# design 1

### Clock network drawn from the DEF, design 1

Scale bar: 20 um.
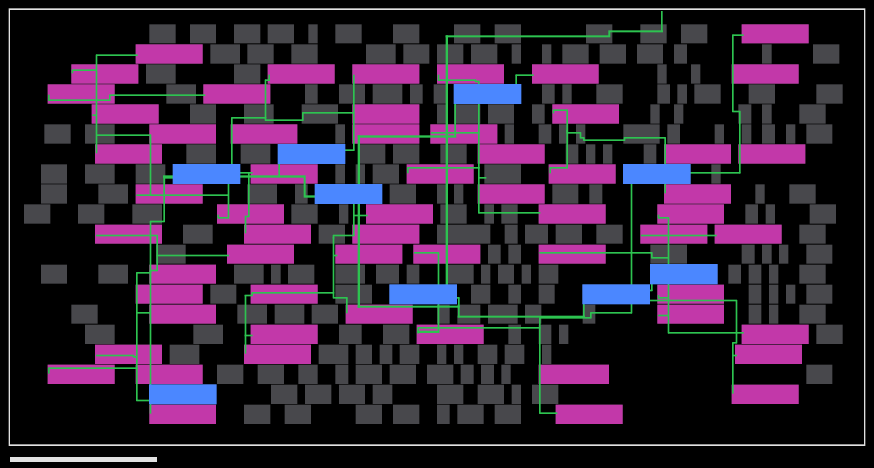

File: src/rtl/wts_wave_ram_arbiter_pkg.sv
// wts_wave_ram_arbiter_pkg: shared FSM states, grant owners and wave-table geometry.
package wts_wave_ram_arbiter_pkg;
    typedef enum logic [1:0] {ST_IDLE, ST_ISSUE, ST_WAIT} state_t;
    typedef enum logic {GRANT_CPU, GRANT_SND} grant_t;
    localparam int WAVE_LEN = 32;
endpackage

File: src/rtl/wts_wave_ram_arbiter_if.sv
// wts_wave_ram_arbiter_if: CPU slot-bus, tone-generator fetch and RAM macro signals.
interface wts_wave_ram_arbiter_if #(parameter int DATA_W = 8);
    logic              cpu_wrreq;
    logic              cpu_rdreq;
    logic [7:0]        cpu_a;
    logic [DATA_W-1:0] cpu_d;
    logic [DATA_W-1:0] cpu_q;
    logic              cpu_q_valid;
    logic              cpu_overrun;
    logic              snd_req;
    logic [2:0]        snd_ch;
    logic [4:0]        snd_idx;
    logic              snd_ack;
    logic [DATA_W-1:0] snd_q;
    logic [7:0]        ram_a;
    logic              ram_we;
    logic [DATA_W-1:0] ram_d;
    logic [DATA_W-1:0] ram_q;
    modport master (
        output cpu_wrreq, cpu_rdreq, cpu_a, cpu_d, snd_req, snd_ch, snd_idx, ram_q,
        input  cpu_q, cpu_q_valid, cpu_overrun, snd_ack, snd_q, ram_a, ram_we, ram_d
    );
    modport slave (
        input  cpu_wrreq, cpu_rdreq, cpu_a, cpu_d, snd_req, snd_ch, snd_idx, ram_q,
        output cpu_q, cpu_q_valid, cpu_overrun, snd_ack, snd_q, ram_a, ram_we, ram_d
    );
endinterface

File: src/rtl/wts_wave_ram_arbiter_req_latch.sv
// wts_wave_ram_arbiter_req_latch: one-deep capture of CPU strobes with sticky overrun.
module wts_wave_ram_arbiter_req_latch #(
    parameter int DATA_W = 8
) (
    input  logic              clk,
    input  logic              reset,
    input  logic              i_wrreq,
    input  logic              i_rdreq,
    input  logic              i_clr,
    input  logic [7:0]        i_a,
    input  logic [DATA_W-1:0] i_d,
    output logic              o_pend,
    output logic              o_wr,
    output logic              o_overrun,
    output logic [7:0]        o_a,
    output logic [DATA_W-1:0] o_d
);
    logic              r_pend, r_wr, r_ovr;
    logic [7:0]        r_a;
    logic [DATA_W-1:0] r_d;
    logic              w_stb;
    assign w_stb = i_wrreq | i_rdreq;
    always_ff @(posedge clk or posedge reset)
        if (reset) begin
            r_pend <= 1'b0;
            r_wr   <= 1'b0;
            r_ovr  <= 1'b0;
            r_a    <= '0;
            r_d    <= '0;
        end else begin
            if (w_stb && !r_pend) begin
                r_pend <= 1'b1;
                r_wr   <= i_wrreq;
                r_a    <= i_a;
                r_d    <= i_d;
            end else if (i_clr)
                r_pend <= 1'b0;
            // a colliding read is lost to the write, so it counts as an overrun too
            if ((w_stb && r_pend) || (i_wrreq && i_rdreq))
                r_ovr <= 1'b1;
        end
    assign o_pend    = r_pend;
    assign o_wr      = r_wr;
    assign o_overrun = r_ovr;
    assign o_a       = r_a;
    assign o_d       = r_d;
endmodule

File: src/rtl/wts_wave_ram_arbiter.sv
// wts_wave_ram_arbiter: round-robin sharing of the wave-table RAM between the CPU slot bus
// and the tone generator's sample fetch, with registered RAM controls and fixed latency.
module wts_wave_ram_arbiter
    import wts_wave_ram_arbiter_pkg::*;
#(
    parameter int CH_NUM = 5,
    parameter int DATA_W = 8
) (
    input logic                   clk,
    input logic                   reset,
    wts_wave_ram_arbiter_if.slave bus
);
    logic              w_pend, w_wr, w_ovr, w_edge, w_snd_cand, w_gnt_cpu, w_gnt_snd;
    logic              w_cpu_ok, w_snd_ok;
    logic [7:0]        w_a;
    logic [DATA_W-1:0] w_d;
    state_t            r_state, w_next;
    grant_t            r_last;
    logic              r_cur_rd, r_cur_ok, r_ram_we, r_cpu_q_valid, r_snd_ack;
    logic [7:0]        r_ram_a;
    logic [DATA_W-1:0] r_ram_d, r_cpu_q, r_snd_q;

    wts_wave_ram_arbiter_req_latch #(.DATA_W(DATA_W)) u_req (
        .clk(clk), .reset(reset),
        .i_wrreq(bus.cpu_wrreq), .i_rdreq(bus.cpu_rdreq), .i_clr(w_gnt_cpu),
        .i_a(bus.cpu_a), .i_d(bus.cpu_d),
        .o_pend(w_pend), .o_wr(w_wr), .o_overrun(w_ovr), .o_a(w_a), .o_d(w_d)
    );

    always_comb begin
        w_edge     = r_state == ST_IDLE || r_state == ST_WAIT;
        // the fetch in flight, or one acked last cycle, is not a new request
        w_snd_cand = bus.snd_req && !r_snd_ack && !(r_state == ST_WAIT && r_last == GRANT_SND);
        w_gnt_cpu  = w_edge && w_pend && (!w_snd_cand || r_last == GRANT_SND);
        w_gnt_snd  = w_edge && w_snd_cand && !w_gnt_cpu;
        w_next     = (w_gnt_cpu || w_gnt_snd) ? ST_ISSUE : r_state == ST_ISSUE ? ST_WAIT : ST_IDLE;
        w_cpu_ok   = int'(w_a) < CH_NUM * WAVE_LEN;
        w_snd_ok   = int'(bus.snd_ch) < CH_NUM;
    end

    always_ff @(posedge clk or posedge reset)
        if (reset) r_state <= ST_IDLE;
        else       r_state <= w_next;

    always_ff @(posedge clk or posedge reset)
        if (reset) begin
            r_last        <= GRANT_SND;
            r_cur_rd      <= 1'b0;
            r_cur_ok      <= 1'b0;
            r_ram_we      <= 1'b0;
            r_ram_a       <= '0;
            r_ram_d       <= '0;
            r_cpu_q       <= '0;
            r_cpu_q_valid <= 1'b0;
            r_snd_ack     <= 1'b0;
            r_snd_q       <= '0;
        end else begin
            r_cpu_q_valid <= 1'b0;
            r_snd_ack     <= 1'b0;
            if (r_state == ST_ISSUE) r_ram_we <= 1'b0;
            if (r_state == ST_WAIT && r_last == GRANT_CPU && r_cur_rd) begin
                r_cpu_q       <= r_cur_ok ? bus.ram_q : '0;
                r_cpu_q_valid <= 1'b1;
            end
            if (r_state == ST_WAIT && r_last == GRANT_SND && bus.snd_req) begin
                r_snd_q   <= r_cur_ok ? bus.ram_q : '0;
                r_snd_ack <= 1'b1;
            end
            // out-of-range accesses still take the slot but leave the RAM port untouched
            if (w_gnt_cpu) begin
                r_last   <= GRANT_CPU;
                r_cur_rd <= !w_wr;
                r_cur_ok <= w_cpu_ok;
                r_ram_we <= w_wr && w_cpu_ok;
                if (w_cpu_ok) begin
                    r_ram_a <= w_a;
                    r_ram_d <= w_d;
                end
            end
            if (w_gnt_snd) begin
                r_last   <= GRANT_SND;
                r_cur_rd <= 1'b0;
                r_cur_ok <= w_snd_ok;
                r_ram_we <= 1'b0;
                if (w_snd_ok) r_ram_a <= {bus.snd_ch, bus.snd_idx};
            end
        end

    assign bus.ram_a       = r_ram_a;
    assign bus.ram_we      = r_ram_we;
    assign bus.ram_d       = r_ram_d;
    assign bus.cpu_q       = r_cpu_q;
    assign bus.cpu_q_valid = r_cpu_q_valid;
    assign bus.cpu_overrun = w_ovr;
    assign bus.snd_ack     = r_snd_ack;
    assign bus.snd_q       = r_snd_q;
endmodule

File: src/flat_wrapper.sv
// flat-port wrapper written by rule: the top's interface ports become plain ports
module wts_wave_ram_arbiter_flat import wts_wave_ram_arbiter_pkg::*;
#(
    parameter int CH_NUM = 5,
    parameter int DATA_W = 8
)
  (clk, reset, bus_cpu_wrreq, bus_cpu_rdreq, bus_cpu_a, bus_cpu_d, bus_snd_req, bus_snd_ch, bus_snd_idx, bus_ram_q, bus_cpu_q, bus_cpu_q_valid, bus_cpu_overrun, bus_snd_ack, bus_snd_q, bus_ram_a, bus_ram_we, bus_ram_d);
  wts_wave_ram_arbiter_if #(.DATA_W(DATA_W)) bus_i ();
  input logic clk;
  input logic reset;
  input wire logic [$bits(bus_i.cpu_wrreq)-1:0] bus_cpu_wrreq;
  input wire logic [$bits(bus_i.cpu_rdreq)-1:0] bus_cpu_rdreq;
  input wire logic [$bits(bus_i.cpu_a)-1:0] bus_cpu_a;
  input wire logic [$bits(bus_i.cpu_d)-1:0] bus_cpu_d;
  input wire logic [$bits(bus_i.snd_req)-1:0] bus_snd_req;
  input wire logic [$bits(bus_i.snd_ch)-1:0] bus_snd_ch;
  input wire logic [$bits(bus_i.snd_idx)-1:0] bus_snd_idx;
  input wire logic [$bits(bus_i.ram_q)-1:0] bus_ram_q;
  output wire logic [$bits(bus_i.cpu_q)-1:0] bus_cpu_q;
  output wire logic [$bits(bus_i.cpu_q_valid)-1:0] bus_cpu_q_valid;
  output wire logic [$bits(bus_i.cpu_overrun)-1:0] bus_cpu_overrun;
  output wire logic [$bits(bus_i.snd_ack)-1:0] bus_snd_ack;
  output wire logic [$bits(bus_i.snd_q)-1:0] bus_snd_q;
  output wire logic [$bits(bus_i.ram_a)-1:0] bus_ram_a;
  output wire logic [$bits(bus_i.ram_we)-1:0] bus_ram_we;
  output wire logic [$bits(bus_i.ram_d)-1:0] bus_ram_d;
  assign bus_i.cpu_wrreq = bus_cpu_wrreq;
  assign bus_i.cpu_rdreq = bus_cpu_rdreq;
  assign bus_i.cpu_a = bus_cpu_a;
  assign bus_i.cpu_d = bus_cpu_d;
  assign bus_i.snd_req = bus_snd_req;
  assign bus_i.snd_ch = bus_snd_ch;
  assign bus_i.snd_idx = bus_snd_idx;
  assign bus_i.ram_q = bus_ram_q;
  assign bus_cpu_q = bus_i.cpu_q;
  assign bus_cpu_q_valid = bus_i.cpu_q_valid;
  assign bus_cpu_overrun = bus_i.cpu_overrun;
  assign bus_snd_ack = bus_i.snd_ack;
  assign bus_snd_q = bus_i.snd_q;
  assign bus_ram_a = bus_i.ram_a;
  assign bus_ram_we = bus_i.ram_we;
  assign bus_ram_d = bus_i.ram_d;
  wts_wave_ram_arbiter #(.CH_NUM(CH_NUM), .DATA_W(DATA_W)) u_core (.clk(clk), .reset(reset), .bus(bus_i));
endmodule
File: config.mk
export PLATFORM = sky130hd
export DESIGN_NAME = wts_wave_ram_arbiter_flat
export DESIGN_NICKNAME = d
export VERILOG_FILES = /design/src/rtl/wts_wave_ram_arbiter_pkg.sv /design/src/rtl/wts_wave_ram_arbiter_if.sv /design/src/rtl/wts_wave_ram_arbiter_req_latch.sv /design/src/rtl/wts_wave_ram_arbiter.sv /design/src/flat_wrapper.sv
export SDC_FILE = /design/constraint.sdc
export NUM_CORES = 1
export LEC_CHECK = 0
export CAP_MARGIN = 20
export CELL_PAD_IN_SITES_DETAIL_PLACEMENT = 1
export CELL_PAD_IN_SITES_GLOBAL_PLACEMENT = 1
export CORE_ASPECT_RATIO = 0.5
export CORE_UTILIZATION = 36
export DETAILED_ROUTE_END_ITERATION = 7
export GPL_ROUTABILITY_DRIVEN = 0
export PLACE_DENSITY = 0.88
export SETUP_SLACK_MARGIN = 0.05
export SLEW_MARGIN = 25
export SYNTH_ARGS = -nofsm -noshare
export SYNTH_HDL_FRONTEND = slang
export SYNTH_SLANG_ARGS = --single-unit
File: constraint.sdc
create_clock -name clk -period 2.1 [get_ports clk]
set_input_delay 0.21 -clock clk [delete_from_list [all_inputs] [get_ports clk]]
set_output_delay 0.21 -clock clk [all_outputs]
set_load 0.02 [all_outputs]
# design 2

--- src/rtl/systolic_ctrl.sv ---
`default_nettype none
// ============================================================================
// Module   : systolic_ctrl
// Purpose  : Buffers A/B from a host load port, streams k-slices into an
//            N_SIZE x N_SIZE systolic array, captures C rows and returns them
//            over a valid/ready port. Define SYSTOLIC_CTRL_PERF_EN to add the
//            perf_cycles busy-cycle counter output.
// Revision : 1.0 - initial release
// ============================================================================
module systolic_ctrl #(
    parameter int DATAWIDTH     = 16,
    parameter int N_SIZE        = 5,
    parameter int DRAIN_TIMEOUT = 256
) (
    input  logic                          clk,
    input  logic                          rst,
    input  logic                          start,
    output logic                          busy,
    output logic                          done,
    output logic                          err,
`ifdef SYSTOLIC_CTRL_PERF_EN
    output logic [31:0]                   perf_cycles,
`endif
    input  logic                          ld_valid,
    output logic                          ld_ready,
    input  logic                          ld_sel,
    input  logic [$clog2(N_SIZE)-1:0]     ld_row,
    input  logic [N_SIZE*DATAWIDTH-1:0]   ld_data,
    output logic                          sa_valid_in,
    output logic [N_SIZE*DATAWIDTH-1:0]   sa_a,
    output logic [N_SIZE*DATAWIDTH-1:0]   sa_b,
    input  logic                          sa_valid_out,
    input  logic [N_SIZE*2*DATAWIDTH-1:0] sa_c,
    output logic                          res_valid,
    input  logic                          res_ready,
    output logic [$clog2(N_SIZE)-1:0]     res_row,
    output logic [N_SIZE*2*DATAWIDTH-1:0] res_data
);

    localparam int c_RW = $clog2(N_SIZE);
    localparam int c_CW = 2 * DATAWIDTH;
    localparam int c_TW = $clog2(DRAIN_TIMEOUT + 1);
    localparam logic [c_RW-1:0] c_LAST = c_RW'(N_SIZE - 1);
    localparam logic [c_TW-1:0] c_TIMER_END = c_TW'(DRAIN_TIMEOUT - 1);

    localparam logic [1:0] S_IDLE  = 2'd0;
    localparam logic [1:0] S_FEED  = 2'd1;
    localparam logic [1:0] S_DRAIN = 2'd2;
    localparam logic [1:0] S_DONE  = 2'd3;

    logic [1:0]           r_state;
    logic [c_RW-1:0]      r_k;
    logic [c_RW-1:0]      r_cap;
    logic [c_RW-1:0]      r_m;
    logic [c_TW-1:0]      r_timer;
    logic [DATAWIDTH-1:0] r_a [N_SIZE][N_SIZE];
    logic [DATAWIDTH-1:0] r_b [N_SIZE][N_SIZE];
    logic [c_CW-1:0]      r_c [N_SIZE][N_SIZE];

    logic [DATAWIDTH-1:0]          w_a_view [N_SIZE][N_SIZE];
    logic [DATAWIDTH-1:0]          w_b_view [N_SIZE][N_SIZE];
    logic [N_SIZE*DATAWIDTH-1:0]   w_slice_a;
    logic [N_SIZE*DATAWIDTH-1:0]   w_slice_b;
    logic [N_SIZE*c_CW-1:0]        w_res_next;
    logic [c_RW-1:0]               w_k_next;
    logic [c_RW-1:0]               w_res_idx;
    logic                          w_ld_we;
    logic                          w_cap;
    logic                          w_last_cap;
    logic                          w_timeout;

    assign ld_ready   = (r_state == S_IDLE);
    assign w_ld_we    = ld_valid && ld_ready && ({1'b0, ld_row} < (c_RW + 1)'(N_SIZE));
    assign w_cap      = sa_valid_out && (r_state == S_DRAIN);
    assign w_last_cap = w_cap && (r_cap == c_LAST);
    assign w_timeout  = (r_timer == c_TIMER_END);

    // Buffer views with the in-flight load forwarded, so a same-cycle write+start feeds new data
    for (genvar i = 0; i < N_SIZE; i++) begin : g_view_row
        for (genvar j = 0; j < N_SIZE; j++) begin : g_view_col
            assign w_a_view[i][j] = (w_ld_we && !ld_sel && (ld_row == c_RW'(i)))
                                    ? ld_data[j*DATAWIDTH +: DATAWIDTH] : r_a[i][j];
            assign w_b_view[i][j] = (w_ld_we && ld_sel && (ld_row == c_RW'(i)))
                                    ? ld_data[j*DATAWIDTH +: DATAWIDTH] : r_b[i][j];
        end
    end

    always_comb begin
        w_k_next = '0;
        if (r_state == S_FEED && r_k != c_LAST) begin
            w_k_next = r_k + 1'b1;
        end
    end

    always_comb begin
        w_res_idx = '0;
        if (r_state == S_DONE && r_m != c_LAST) begin
            w_res_idx = r_m + 1'b1;
        end
    end

    for (genvar i = 0; i < N_SIZE; i++) begin : g_lane
        assign w_slice_a[i*DATAWIDTH +: DATAWIDTH] = w_a_view[i][w_k_next];
        assign w_slice_b[i*DATAWIDTH +: DATAWIDTH] = w_b_view[w_k_next][i];
        // Row 0 may be captured on the very edge that enters DONE via timeout
        assign w_res_next[i*c_CW +: c_CW] = (w_cap && (r_cap == w_res_idx))
                                            ? sa_c[i*c_CW +: c_CW] : r_c[w_res_idx][i];
    end

    always_ff @(posedge clk or posedge rst) begin
        if (rst) begin
            r_state     <= S_IDLE;
            r_k         <= '0;
            r_cap       <= '0;
            r_m         <= '0;
            r_timer     <= '0;
            busy        <= 1'b0;
            done        <= 1'b0;
            err         <= 1'b0;
            sa_valid_in <= 1'b0;
            sa_a        <= '0;
            sa_b        <= '0;
            res_valid   <= 1'b0;
            res_row     <= '0;
            res_data    <= '0;
            for (int i = 0; i < N_SIZE; i++) begin
                for (int j = 0; j < N_SIZE; j++) begin
                    r_a[i][j] <= '0;
                    r_b[i][j] <= '0;
                    r_c[i][j] <= '0;
                end
            end
`ifdef SYSTOLIC_CTRL_PERF_EN
            perf_cycles <= '0;
`endif
        end else begin
            done <= 1'b0;

            if (w_ld_we) begin
                for (int j = 0; j < N_SIZE; j++) begin
                    if (ld_sel) begin
                        r_b[ld_row][j] <= ld_data[j*DATAWIDTH +: DATAWIDTH];
                    end else begin
                        r_a[ld_row][j] <= ld_data[j*DATAWIDTH +: DATAWIDTH];
                    end
                end
            end

            case (r_state)
                S_IDLE: begin
                    if (start) begin
                        r_state     <= S_FEED;
                        busy        <= 1'b1;
                        err         <= 1'b0;
                        r_k         <= '0;
                        sa_valid_in <= 1'b1;
                        sa_a        <= w_slice_a;
                        sa_b        <= w_slice_b;
                    end
                end

                S_FEED: begin
                    if (r_k == c_LAST) begin
                        r_state     <= S_DRAIN;
                        sa_valid_in <= 1'b0;
                        sa_a        <= '0;
                        sa_b        <= '0;
                        r_cap       <= '0;
                        r_timer     <= '0;
                    end else begin
                        r_k  <= r_k + 1'b1;
                        sa_a <= w_slice_a;
                        sa_b <= w_slice_b;
                    end
                end

                S_DRAIN: begin
                    if (w_cap) begin
                        for (int j = 0; j < N_SIZE; j++) begin
                            r_c[r_cap][j] <= sa_c[j*c_CW +: c_CW];
                        end
                        r_cap <= r_cap + 1'b1;
                    end
                    if (w_last_cap || w_timeout) begin
                        r_state   <= S_DONE;
                        res_valid <= 1'b1;
                        res_row   <= '0;
                        res_data  <= w_res_next;
                        r_m       <= '0;
                        if (!w_last_cap) begin
                            err <= 1'b1;
                        end
                    end else begin
                        r_timer <= r_timer + 1'b1;
                    end
                end

                S_DONE: begin
                    if (res_ready) begin
                        if (r_m == c_LAST) begin
                            r_state   <= S_IDLE;
                            busy      <= 1'b0;
                            res_valid <= 1'b0;
                            done      <= 1'b1;
                        end else begin
                            r_m      <= w_res_idx;
                            res_row  <= w_res_idx;
                            res_data <= w_res_next;
                        end
                    end
                end

                default: r_state <= S_IDLE;
            endcase

`ifdef SYSTOLIC_CTRL_PERF_EN
            if (r_state == S_IDLE) begin
                if (start) begin
                    perf_cycles <= '0;
                end
            end else if (perf_cycles != 32'hFFFF_FFFF) begin
                perf_cycles <= perf_cycles + 32'd1;
            end
`endif
        end
    end

endmodule
`default_nettype wire

--- config.mk ---
export PLATFORM = sky130hd
export DESIGN_NAME = systolic_ctrl
export DESIGN_NICKNAME = d
export VERILOG_FILES = /design/src/rtl/systolic_ctrl.sv
export SDC_FILE = /design/constraint.sdc
export NUM_CORES = 2
export LEC_CHECK = 0
export CAP_MARGIN = 10
export CELL_PAD_IN_SITES_DETAIL_PLACEMENT = 0
export CELL_PAD_IN_SITES_GLOBAL_PLACEMENT = 2
export CORE_UTILIZATION = 40
export CTS_BUF_LIST = sky130_fd_sc_hd__clkbuf_16
export DETAILED_ROUTE_END_ITERATION = 8
export PLACE_DENSITY_LB_ADDON = 0.1
export SYNTH_ARGS = -nofsm -noshare
export SYNTH_HDL_FRONTEND = slang
export SYNTH_SLANG_ARGS = --single-unit
--- constraint.sdc ---
create_clock -name clk -period 73.8 [get_ports clk]
set_clock_uncertainty 0.05 [all_clocks]
set_input_delay 11.07 -clock clk [delete_from_list [all_inputs] [get_ports clk]]
set_output_delay 11.07 -clock clk [all_outputs]
set_load 0.05 [all_outputs]
# design 3

$ cat src/rtl/pmixer_if.sv
`default_nettype none
// =============================================================================
// pmixer_if : reference clock, phase code and mixed-clock outputs of pmixer
// Revision  : 1.0
// =============================================================================
interface pmixer_if #(
  parameter int CODE_W = 8
);
  logic              clk_in;
  logic [CODE_W-1:0] code;
  logic              pmix_clk;
  logic              pmix_clk_90;
  logic              pmix_clk_n;
  logic              pmix_clk_90_n;

  modport master (
    output clk_in,
    output code,
    input  pmix_clk,
    input  pmix_clk_90,
    input  pmix_clk_n,
    input  pmix_clk_90_n
  );

  modport slave (
    input  clk_in,
    input  code,
    output pmix_clk,
    output pmix_clk_90,
    output pmix_clk_n,
    output pmix_clk_90_n
  );
endinterface
`default_nettype wire

$ cat src/rtl/pmixer.sv
`default_nettype none
// =============================================================================
// pmixer   : oversampling phase mixer, reproduces clk_in delayed by code steps
// Revision : 1.0
// =============================================================================
module pmixer #(
  parameter int CODE_W  = 8,
  parameter int QUARTER = 64,
  parameter int DEPTH   = 320
) (
  input  wire logic clk,
  input  wire logic rst_n,
  pmixer_if.slave   bus
);
  localparam int IDX_W = $clog2(DEPTH);

  logic              sync1_q;
  logic              sync2_q;
  logic [DEPTH-1:0]  sr_q;
  logic [DEPTH-1:0]  sr_d;
  logic [CODE_W-1:0] code_q;
  logic [IDX_W-1:0]  tap_idx;
  logic [IDX_W-1:0]  tap90_idx;
  logic              pmix_q;
  logic              pmix_90_q;
  logic              pmix_n_q;
  logic              pmix_90_n_q;

  assign sr_d      = {sr_q[DEPTH-2:0], sync2_q};
  // Widened before the add so code+QUARTER reaches the last tap without wrapping.
  assign tap_idx   = IDX_W'(code_q);
  assign tap90_idx = IDX_W'(code_q) + IDX_W'(QUARTER);

  always_ff @(posedge clk or negedge rst_n) begin
    if (!rst_n) begin
      sync1_q     <= 1'b0;
      sync2_q     <= 1'b0;
      sr_q        <= '0;
      code_q      <= '0;
      pmix_q      <= 1'b0;
      pmix_90_q   <= 1'b0;
      pmix_n_q    <= 1'b1;
      pmix_90_n_q <= 1'b1;
    end else begin
      sync1_q     <= bus.clk_in;
      sync2_q     <= sync1_q;
      sr_q        <= sr_d;
      code_q      <= bus.code;
      pmix_q      <= sr_q[tap_idx];
      pmix_90_q   <= sr_q[tap90_idx];
      pmix_n_q    <= ~sr_q[tap_idx];
      pmix_90_n_q <= ~sr_q[tap90_idx];
    end
  end

  assign bus.pmix_clk      = pmix_q;
  assign bus.pmix_clk_90   = pmix_90_q;
  assign bus.pmix_clk_n    = pmix_n_q;
  assign bus.pmix_clk_90_n = pmix_90_n_q;
endmodule
`default_nettype wire

$ cat src/flat_wrapper.sv
// flat-port wrapper written by rule: the top's interface ports become plain ports
module pmixer_flat 
#(
  parameter int CODE_W  = 8,
  parameter int QUARTER = 64,
  parameter int DEPTH   = 320
)
  (clk, rst_n, bus_clk_in, bus_code, bus_pmix_clk, bus_pmix_clk_90, bus_pmix_clk_n, bus_pmix_clk_90_n);
  pmixer_if #(.CODE_W(CODE_W)) bus_i ();
  input  wire logic clk;
  input  wire logic rst_n;
  input wire logic [$bits(bus_i.clk_in)-1:0] bus_clk_in;
  input wire logic [$bits(bus_i.code)-1:0] bus_code;
  output wire logic [$bits(bus_i.pmix_clk)-1:0] bus_pmix_clk;
  output wire logic [$bits(bus_i.pmix_clk_90)-1:0] bus_pmix_clk_90;
  output wire logic [$bits(bus_i.pmix_clk_n)-1:0] bus_pmix_clk_n;
  output wire logic [$bits(bus_i.pmix_clk_90_n)-1:0] bus_pmix_clk_90_n;
  assign bus_i.clk_in = bus_clk_in;
  assign bus_i.code = bus_code;
  assign bus_pmix_clk = bus_i.pmix_clk;
  assign bus_pmix_clk_90 = bus_i.pmix_clk_90;
  assign bus_pmix_clk_n = bus_i.pmix_clk_n;
  assign bus_pmix_clk_90_n = bus_i.pmix_clk_90_n;
  pmixer #(.CODE_W(CODE_W), .QUARTER(QUARTER), .DEPTH(DEPTH)) u_core (.clk(clk), .rst_n(rst_n), .bus(bus_i));
endmodule
$ cat config.mk
export PLATFORM = sky130hd
export DESIGN_NAME = pmixer_flat
export DESIGN_NICKNAME = d
export VERILOG_FILES = /design/src/rtl/pmixer_if.sv /design/src/rtl/pmixer.sv /design/src/flat_wrapper.sv
export SDC_FILE = /design/constraint.sdc
export NUM_CORES = 1
export LEC_CHECK = 0
export CAP_MARGIN = 15
export CORE_MARGIN = 2
export CORE_UTILIZATION = 45
export DETAILED_ROUTE_END_ITERATION = 16
export PLACE_DENSITY = 0.62
export SLEW_MARGIN = 40
export SYNTH_ARGS = -nofsm -noshare
export SYNTH_HDL_FRONTEND = slang
export SYNTH_SLANG_ARGS = --single-unit
$ cat constraint.sdc
create_clock -name clk -period 3.8 [get_ports clk]
set_input_delay 0.57 -clock clk [delete_from_list [all_inputs] [get_ports clk]]
set_output_delay 0.57 -clock clk [all_outputs]
set_load 0.01 [all_outputs]
# design 4

## config.mk

```make
export PLATFORM = sky130hd
export DESIGN_NAME = led_ctrl
export DESIGN_NICKNAME = d
export VERILOG_FILES = /design/src/rtl/led_ctrl.sv
export SDC_FILE = /design/constraint.sdc
export NUM_CORES = 1
export LEC_CHECK = 0
export CAP_MARGIN = 15
export CORE_ASPECT_RATIO = 1.1
export CORE_MARGIN = 2
export CORE_UTILIZATION = 40
export CTS_BUF_LIST = sky130_fd_sc_hd__clkbuf_4
export DETAILED_ROUTE_END_ITERATION = 6
export MAX_ROUTING_LAYER = met4
export PLACE_DENSITY = 0.72
export REMOVE_ABC_BUFFERS = 1
export SLEW_MARGIN = 30
export SYNTH_ARGS = -nofsm -noshare
export SYNTH_HDL_FRONTEND = slang
export SYNTH_SLANG_ARGS = --single-unit
```

## constraint.sdc

```tcl
create_clock -name clk -period 3.8 [get_ports clk]
set_clock_uncertainty 0.05 [all_clocks]
set_input_delay 0.76 -clock clk [delete_from_list [all_inputs] [get_ports clk]]
set_output_delay 0.76 -clock clk [all_outputs]
set_load 0.02 [all_outputs]
```

## src/rtl/led_ctrl.sv

```systemverilog
// -----------------------------------------------------------------------------
// led_ctrl : four-channel LED driver peripheral with a small register bus.
//
// Each LED is either driven directly from a CTRL bit or by a shared 8-bit PWM
// counter compared against a per-LED duty byte. The PWM counter advances on a
// prescaler tick generated every PRESC+1 clock cycles.
//
// Register map (byte offsets, only addr[3:2] decoded):
//   0x0 CTRL   [3:0] direct LED value, [7:4] per-LED mode (1 = PWM)
//   0x4 DUTY   byte i = duty of LED i
//   0x8 PRESC  [PRESC_W-1:0] prescaler reload value
//   0xC STATUS [7:0] pwm_cnt, [8] sticky wrap flag (any write clears it)
//
// Ports:
//   clk    - clock, all state updates on the rising edge
//   reset  - synchronous active-high reset
//   sel    - one-cycle bus access strobe
//   we     - write enable, qualified by sel
//   addr   - byte address
//   wdata  - write data
//   rdata  - registered read data, holds between reads
//   led    - registered LED drive
//
// PRESC_W is expected to lie in 1..32.
// -----------------------------------------------------------------------------
module led_ctrl #(
  parameter int PRESC_W = 16
) (
  input  logic        clk,
  input  logic        reset,
  input  logic        sel,
  input  logic        we,
  input  logic [3:0]  addr,
  input  logic [31:0] wdata,
  output logic [31:0] rdata,
  output logic [3:0]  led
);

  localparam logic [1:0] A_CTRL   = 2'd0;
  localparam logic [1:0] A_DUTY   = 2'd1;
  localparam logic [1:0] A_PRESC  = 2'd2;
  localparam logic [1:0] A_STATUS = 2'd3;

  logic [7:0]         ctrl_q,    ctrl_d;
  logic [31:0]        duty_q,    duty_d;
  logic [PRESC_W-1:0] presc_q,   presc_d;
  logic [PRESC_W-1:0] pcnt_q,    pcnt_d;
  logic [7:0]         pwm_cnt_q, pwm_cnt_d;
  logic               wrap_q,    wrap_d;
  logic [31:0]        rdata_q,   rdata_d;
  logic [3:0]         led_q,     led_d;

  logic               wr_en;
  logic               rd_en;
  logic               tick;
  logic [31:0]        presc_rd;
  logic [31:0]        rd_mux;

  // Byte-lane bits of the address are never decoded.
  logic               unused_addr_bits;
  assign unused_addr_bits = ^addr[1:0];

  // Bus strobes: we/addr/wdata only matter while sel is high.
  always_comb begin
    wr_en = sel & we;
    rd_en = sel & ~we;
  end

  // Prescaler countdown, tick generation, PWM counter and wrap flag.
  always_comb begin
    tick   = 1'b0;
    pcnt_d = pcnt_q;
    if (wr_en && (addr[3:2] == A_PRESC)) begin
      // Reloading from the bus restarts the period; suppress this cycle's tick.
      pcnt_d = wdata[PRESC_W-1:0];
    end else if (pcnt_q == {PRESC_W{1'b0}}) begin
      tick   = 1'b1;
      pcnt_d = presc_q;
    end else begin
      pcnt_d = pcnt_q - PRESC_W'(1);
    end

    if (tick) begin
      pwm_cnt_d = pwm_cnt_q + 8'd1;
    end else begin
      pwm_cnt_d = pwm_cnt_q;
    end

    // Setting on wrap outranks a coincident clear so no wrap event is lost.
    if (tick && (pwm_cnt_q == 8'hFF)) begin
      wrap_d = 1'b1;
    end else if (wr_en && (addr[3:2] == A_STATUS)) begin
      wrap_d = 1'b0;
    end else begin
      wrap_d = wrap_q;
    end
  end

  // Register file writes.
  always_comb begin
    ctrl_d  = ctrl_q;
    duty_d  = duty_q;
    presc_d = presc_q;
    if (wr_en) begin
      case (addr[3:2])
        A_CTRL:   ctrl_d  = wdata[7:0];
        A_DUTY:   duty_d  = wdata;
        A_PRESC:  presc_d = wdata[PRESC_W-1:0];
        A_STATUS: ctrl_d  = ctrl_q;  // only affects the wrap flag
        default:  ctrl_d  = ctrl_q;
      endcase
    end else begin
      ctrl_d = ctrl_q;
    end
  end

  // Read mux over pre-edge register values; rdata holds when no read.
  always_comb begin
    presc_rd                = 32'h0000_0000;
    presc_rd[PRESC_W-1:0]   = presc_q;
    case (addr[3:2])
      A_CTRL:   rd_mux = {24'h00_0000, ctrl_q};
      A_DUTY:   rd_mux = duty_q;
      A_PRESC:  rd_mux = presc_rd;
      A_STATUS: rd_mux = {23'h00_0000, wrap_q, pwm_cnt_q};
      default:  rd_mux = 32'h0000_0000;
    endcase
    if (rd_en) begin
      rdata_d = rd_mux;
    end else begin
      rdata_d = rdata_q;
    end
  end

  // LED selection between direct bit and PWM comparison.
  always_comb begin
    led_d = 4'h0;
    for (int i = 0; i < 4; i++) begin
      if (ctrl_q[4+i]) begin
        led_d[i] = (pwm_cnt_q < duty_q[8*i +: 8]);
      end else begin
        led_d[i] = ctrl_q[i];
      end
    end
  end

  // State registers with synchronous reset taking priority over the bus.
  always_ff @(posedge clk) begin
    if (reset) begin
      ctrl_q    <= 8'h00;
      duty_q    <= 32'h0000_0000;
      presc_q   <= {PRESC_W{1'b0}};
      pcnt_q    <= {PRESC_W{1'b0}};
      pwm_cnt_q <= 8'h00;
      wrap_q    <= 1'b0;
      rdata_q   <= 32'h0000_0000;
      led_q     <= 4'h0;
    end else begin
      ctrl_q    <= ctrl_d;
      duty_q    <= duty_d;
      presc_q   <= presc_d;
      pcnt_q    <= pcnt_d;
      pwm_cnt_q <= pwm_cnt_d;
      wrap_q    <= wrap_d;
      rdata_q   <= rdata_d;
      led_q     <= led_d;
    end
  end

  assign rdata = rdata_q;
  assign led   = led_q;

endmodule

```

### Clock network drawn from the DEF, design 3

Scale bar: 50 um.
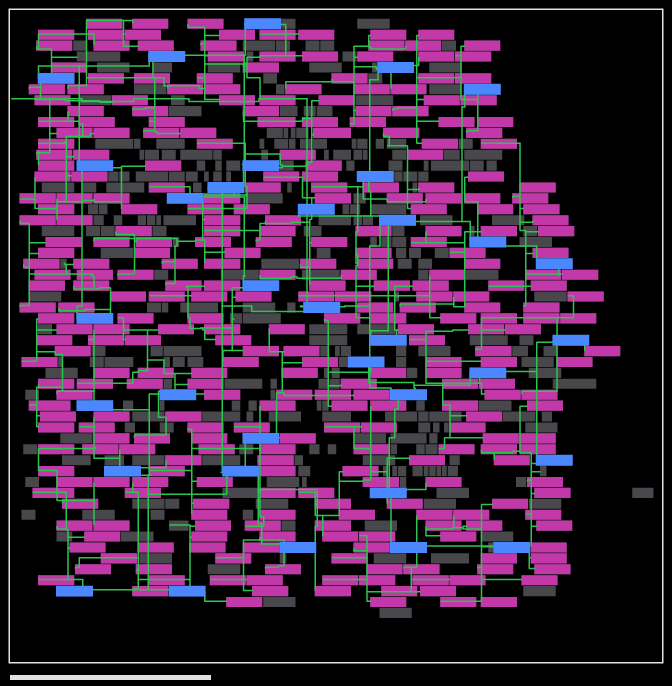
[cells driving clock nets] blue | count: 34
[flip-flops] magenta | count: 334
[clock wires] green | length: 3710 um
flops lie: spread over the die
routed clock nets: 35
clk pwr: 3.30 mW
final setup skew: 0.0153 ns
Clock Power Share: 45.8%

==> results_slide.txt, design 3 <==
Implementation Results

Global routing
  • Maximum number of pins on one net before global-route repair: roughly 94

Setup path
  • Critical-path maximum fanout: 25
  • Critical R2R Capture: u_core.bus.pmix_clk_90
  • FF-to-FF path depth: 8
  • Critical Path End: u_core.bus.pmix_clk_90
  • Type of origin of the critical path: flip-flop

Power
  • Total power: 7.19 mW
  • Max VDD drop: 0.434 mV
  • Comb. pwr: 0.260 mW

Synthesis
  • XORs/XNORs by Area: 0%
  • Count leader, synth: dfrtp_1
  • Post-synthesis simple-gate area fraction: 2.34%
  • Asr flop ratio synth: 100%
  • Commonest flop: dfrtp_1
  • # Cells Yosys: 566
  • EDFF count, synth: 0
  • Yosys chip area: approximately 11000 um^2
  • Largest cells by area: dfrtp_1, mux4_2, mux4_1

Place
  • Place WS: approximately 0.36 ns
  • Area of placed instances: approximately 12000 um^2
  • Port Buffers: 14

Finish
  • Highest-count logic cell in the final layout: dfrtp_1
  • Post-route cell area: around 13000 um^2
  • Non-Clock Buffer Area Fraction: 2.72%

Hold path
  • Worst hold path class: in2async

Die
  • Die Height: 163 um
  • Tapcells: around 330

CTS
  • Latency at later pin: about 0.50 ns
  • Clk buf depth: 3

Outcome
  • Status: complete, no violations

Route
  • DRC Markers: 0

Flow run
  • Max-Cap Viols: 0

Final timing
  • Max_slew headroom: 48.1%
  • Final setup fails: 0
  • Hold slack: 0.0894 ns
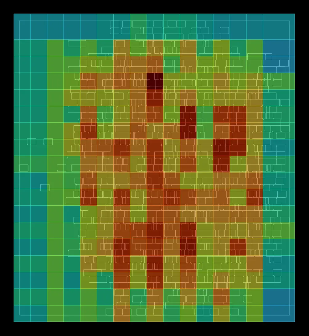
*Routing congestion map, design 4*
drt wl/cell: 16.4 um
met2 usage: 35.2%
GR Util met3: 4.54%
fin util: 49.7%
global routing's busiest layer: met2

### Supply network, design 4

Pins as bars on the die edge. Tap cells in grey.
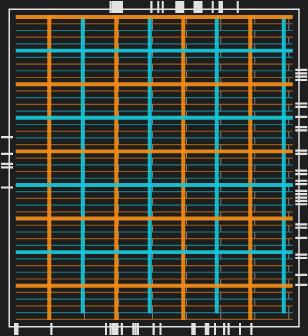
| net | colour |
|---|---|
| VSS | orange |
| VDD | cyan |
met1 rails: 46
signal pins: 76
met4 straps: 8
met5 straps: 9
rows: 45
core footprint: 13700 um^2
Die Height: 128 um

==> results_slide.txt, design 4 <==
Implementation Results

Outcome
  • Status: complete, no violations

Finish
  • Flop count: between 100 and 150
  • FILL cells: roughly 1.3k
  • Reg area: 2340 um^2
  • # diodes: 1

Synthesis
  • Yosys top cell area share: around two fifths
  • Yosys warns: 0
  • Syn Inst Count: 662
  • Syn Area/Cell: 8.44 um^2
  • Synth Seq Share: 41.9%
  • Post-Syn Area: 5590 um^2

CTS
  • Gates resized, CTS repair: 0
  • CTS Sinks: approximately 120

Global routing
  • Number of global-route vias before repair: 4859

Setup path
  • Delay-heaviest family, CP: simple AND/OR/NAND/NOR gates
  • Crit Path Category: reg2reg
  • CP endpoint kind: flip-flop
  • CP Depth: 6

Power
  • Clock Power Share: ~31%

Final timing
  • Fmax: 363 MHz
  • Worst setup margin: 1.05 ns
  • Hold slack: between 0.4 and 0.5 ns

Route
  • DRC Markers: 0
  • Top sig layer: met4
  • Post-Route WL: 15.2 mm

Die
  • Num rows: 45
  • Tapcells: 188

Hold path
  • Worst Hold End: rdata[3]
  • Hold Path Depth: 2

Place
  • Placed cell count: 893
  • Port Buffers: 73
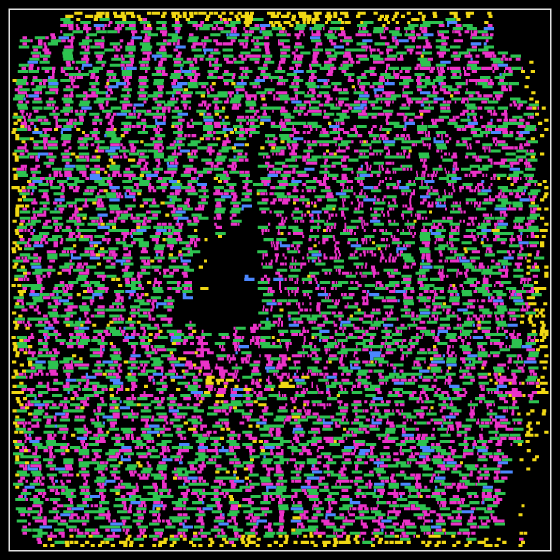
*Cell classes on the final placement, design 2*
| class | colour | cells | share of their area |
|---|---|---|---|
| flip-flops | green | 1945 | 48% |
| all other logic | magenta | 5126 | 39% |
| clock drivers and dummy loads | blue | 403 | 6.7% |
| other buffers and delay cells | yellow | 730 | 7.0% |
Seq area share: 46.1%
num rows: 175
post-route cell area: 106000 um^2

==> results_slide.txt, design 2 <==
Implementation Results

Power
  • Clk pwr: 1.05 mW

Synthesis
  • Post-synthesis simple-gate area fraction: 8.20%
  • Synth top cells by count: dfrtp_1, mux2_2, nand2_1, buf_2, clkbuf_1

CTS
  • CTS tree: done

Finish
  • ClkCell Share: ~6.5%
  • Layout area overhead: 15.5%

Route
  • WL met3: about 18 mm
  • Drt wl/cell: 29.3 um
  • Via count: 67.7k
  • Routed length on met2: around 160 mm
  • DRC Markers: 0

Setup path
  • Critical R2R Capture: res_data[22]
  • Crit Path Category: in2async

Die
  • I/O Pins: 579

Outcome
  • Status: complete, no violations

Place
  • Place WS: 57.10 ns
### Cell classes on the final placement, design 1

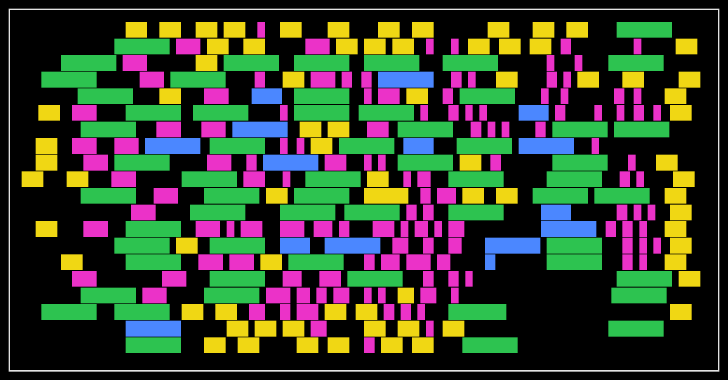
| class | colour | cells | share of their area |
|---|---|---|---|
| clock drivers and dummy loads | blue | 15 | 8.9% |
| other buffers and delay cells | yellow | 74 | 22% |
| flip-flops | green | 59 | 44% |
| all other logic | magenta | 128 | 25% |
core footprint: 6180 um^2
post-route cell area: 3460 um^2
num rows: 20

Notes on 'Clock network drawn from the DEF' of design 1 above:
[cells driving clock nets] blue | count: 9
[clock wires] green | length: 777 um
[flip-flops] magenta | count: 59
flops lie: spread over the die
routed clock nets: 10
Clock Power Share: 24.9%
Latency at later pin: 0.32 ns
clk pwr: 1.42 mW

==> results_slide.txt, design 1 <==
Implementation Results

Outcome
  • Status: complete, no violations

Place
  • Place WS: 0.0870 ns
  • Area of placed instances: 3160 um^2

Synthesis
  • Syn Inst Count: between 150 and 200
  • Yosys chip area: 2340 um^2
  • Synth Net Count: 231
  • Yosys warns: 0

Route
  • Post-Route WL: 6.20 mm
  • DRC Markers: 0
  • Vias per cell: 4.83
  • WL met1: 2.50 mm
  • WL met3: 213 um

Setup path
  • Crit Path Category: reg2reg
  • FF-to-FF path depth: 4

Final timing
  • Final setup skew: roughly 0.0066 ns
  • Fmax: 582 MHz
  • Worst setup margin: 0.382 ns

CTS
  • # hold bufs at CTS: 0
  • Gates resized, CTS repair: 0
  • CTS Sinks: 59

Power
  • Internal power: 3.74 mW
  • Switching power total: 1.94 mW
  • Lkg Pwr: 1.52 nW

Finish
  • Buffers, non-clock: 74
  • FILL cells: 657
  • ClkCell Share: 8.65%
  • Fin util: 56.0%
  • Fin cells: 364


==> gallery <==
Supply network.
Pins as bars on the die edge. Tap cells in grey.
picture 1
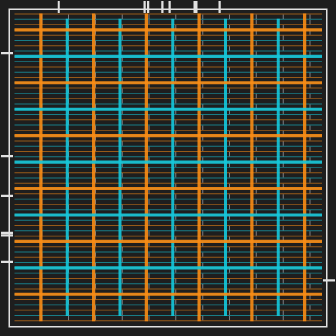
picture 2
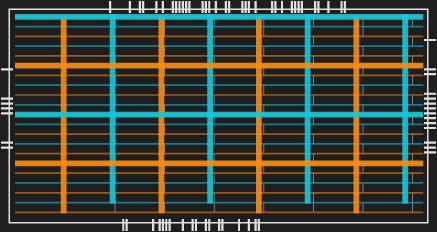
picture 3
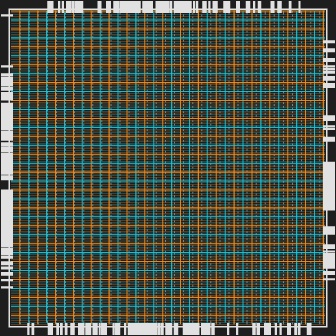
picture 3: design 2
picture 1: design 3
picture 2: design 1

Key to picture 2:
| net | colour |
|---|---|
| VSS | orange |
| VDD | cyan |
signal pins: 73
rows: 20
met5 straps: 4
met1 rails: 21


==> notes/layouts.md <==
Pictures saved along the way, in no particular order.

Wiring by layer.
shot_01.png
Scale bar: 20 um.
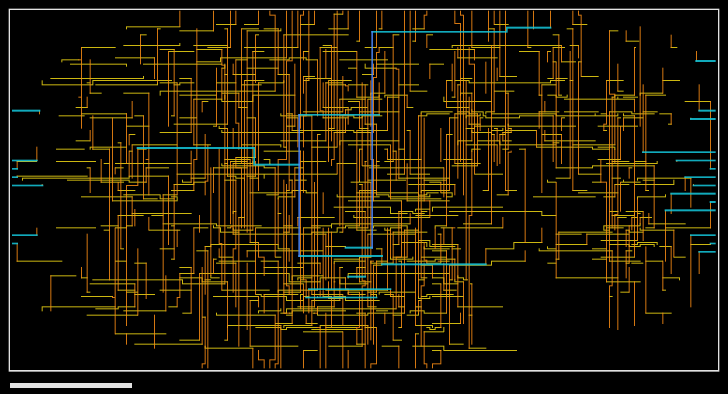
shot_02.png
Scale bar: 20 um.
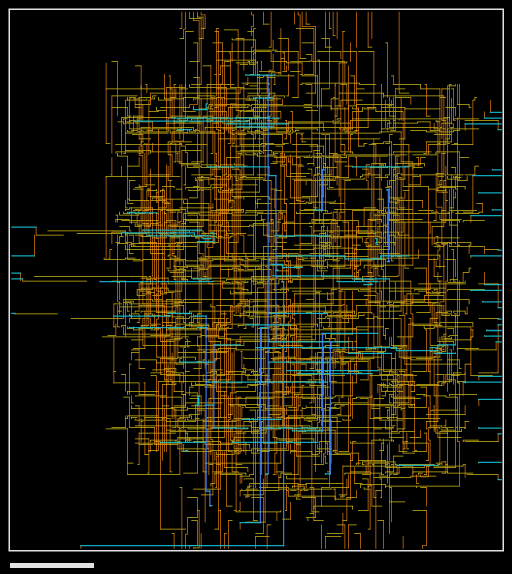
shot_03.png
Scale bar: 50 um.
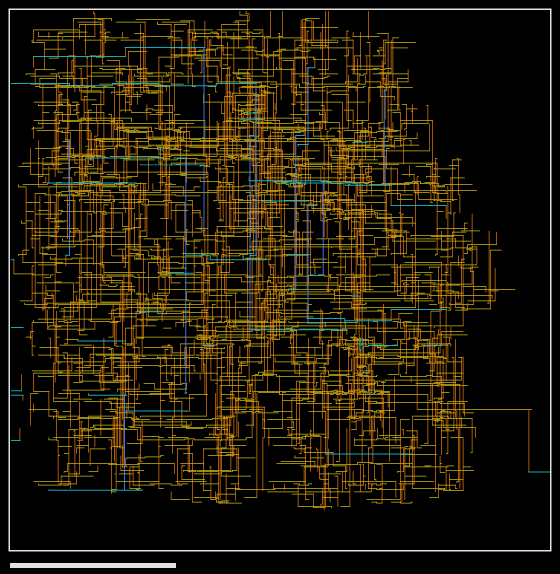
shot_04.png
Scale bar: 100 um.
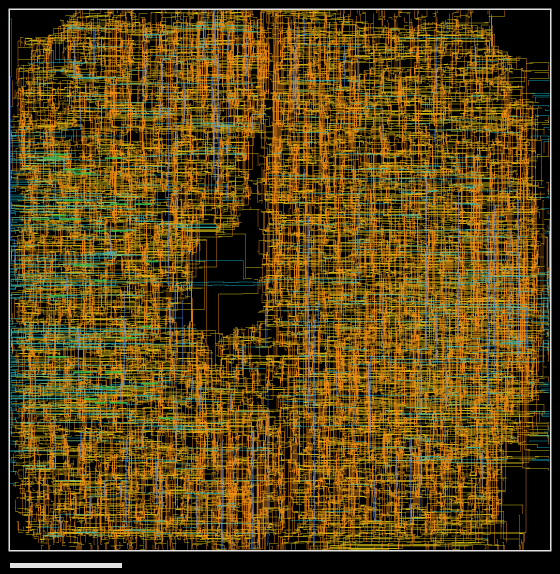
For design 3, see shot_03.png.
For design 2, see shot_04.png.
For design 1, see shot_01.png.
For design 4, see shot_02.png.

Key to shot_03.png:
| layer | colour | wire length |
|---|---|---|
| met2 | orange | 10000 um |
| met4 | blue | 453 um |
| met3 | cyan | 603 um |
| met1 | yellow | 9710 um |

Power is estimated from default activity; no workload was simulated.
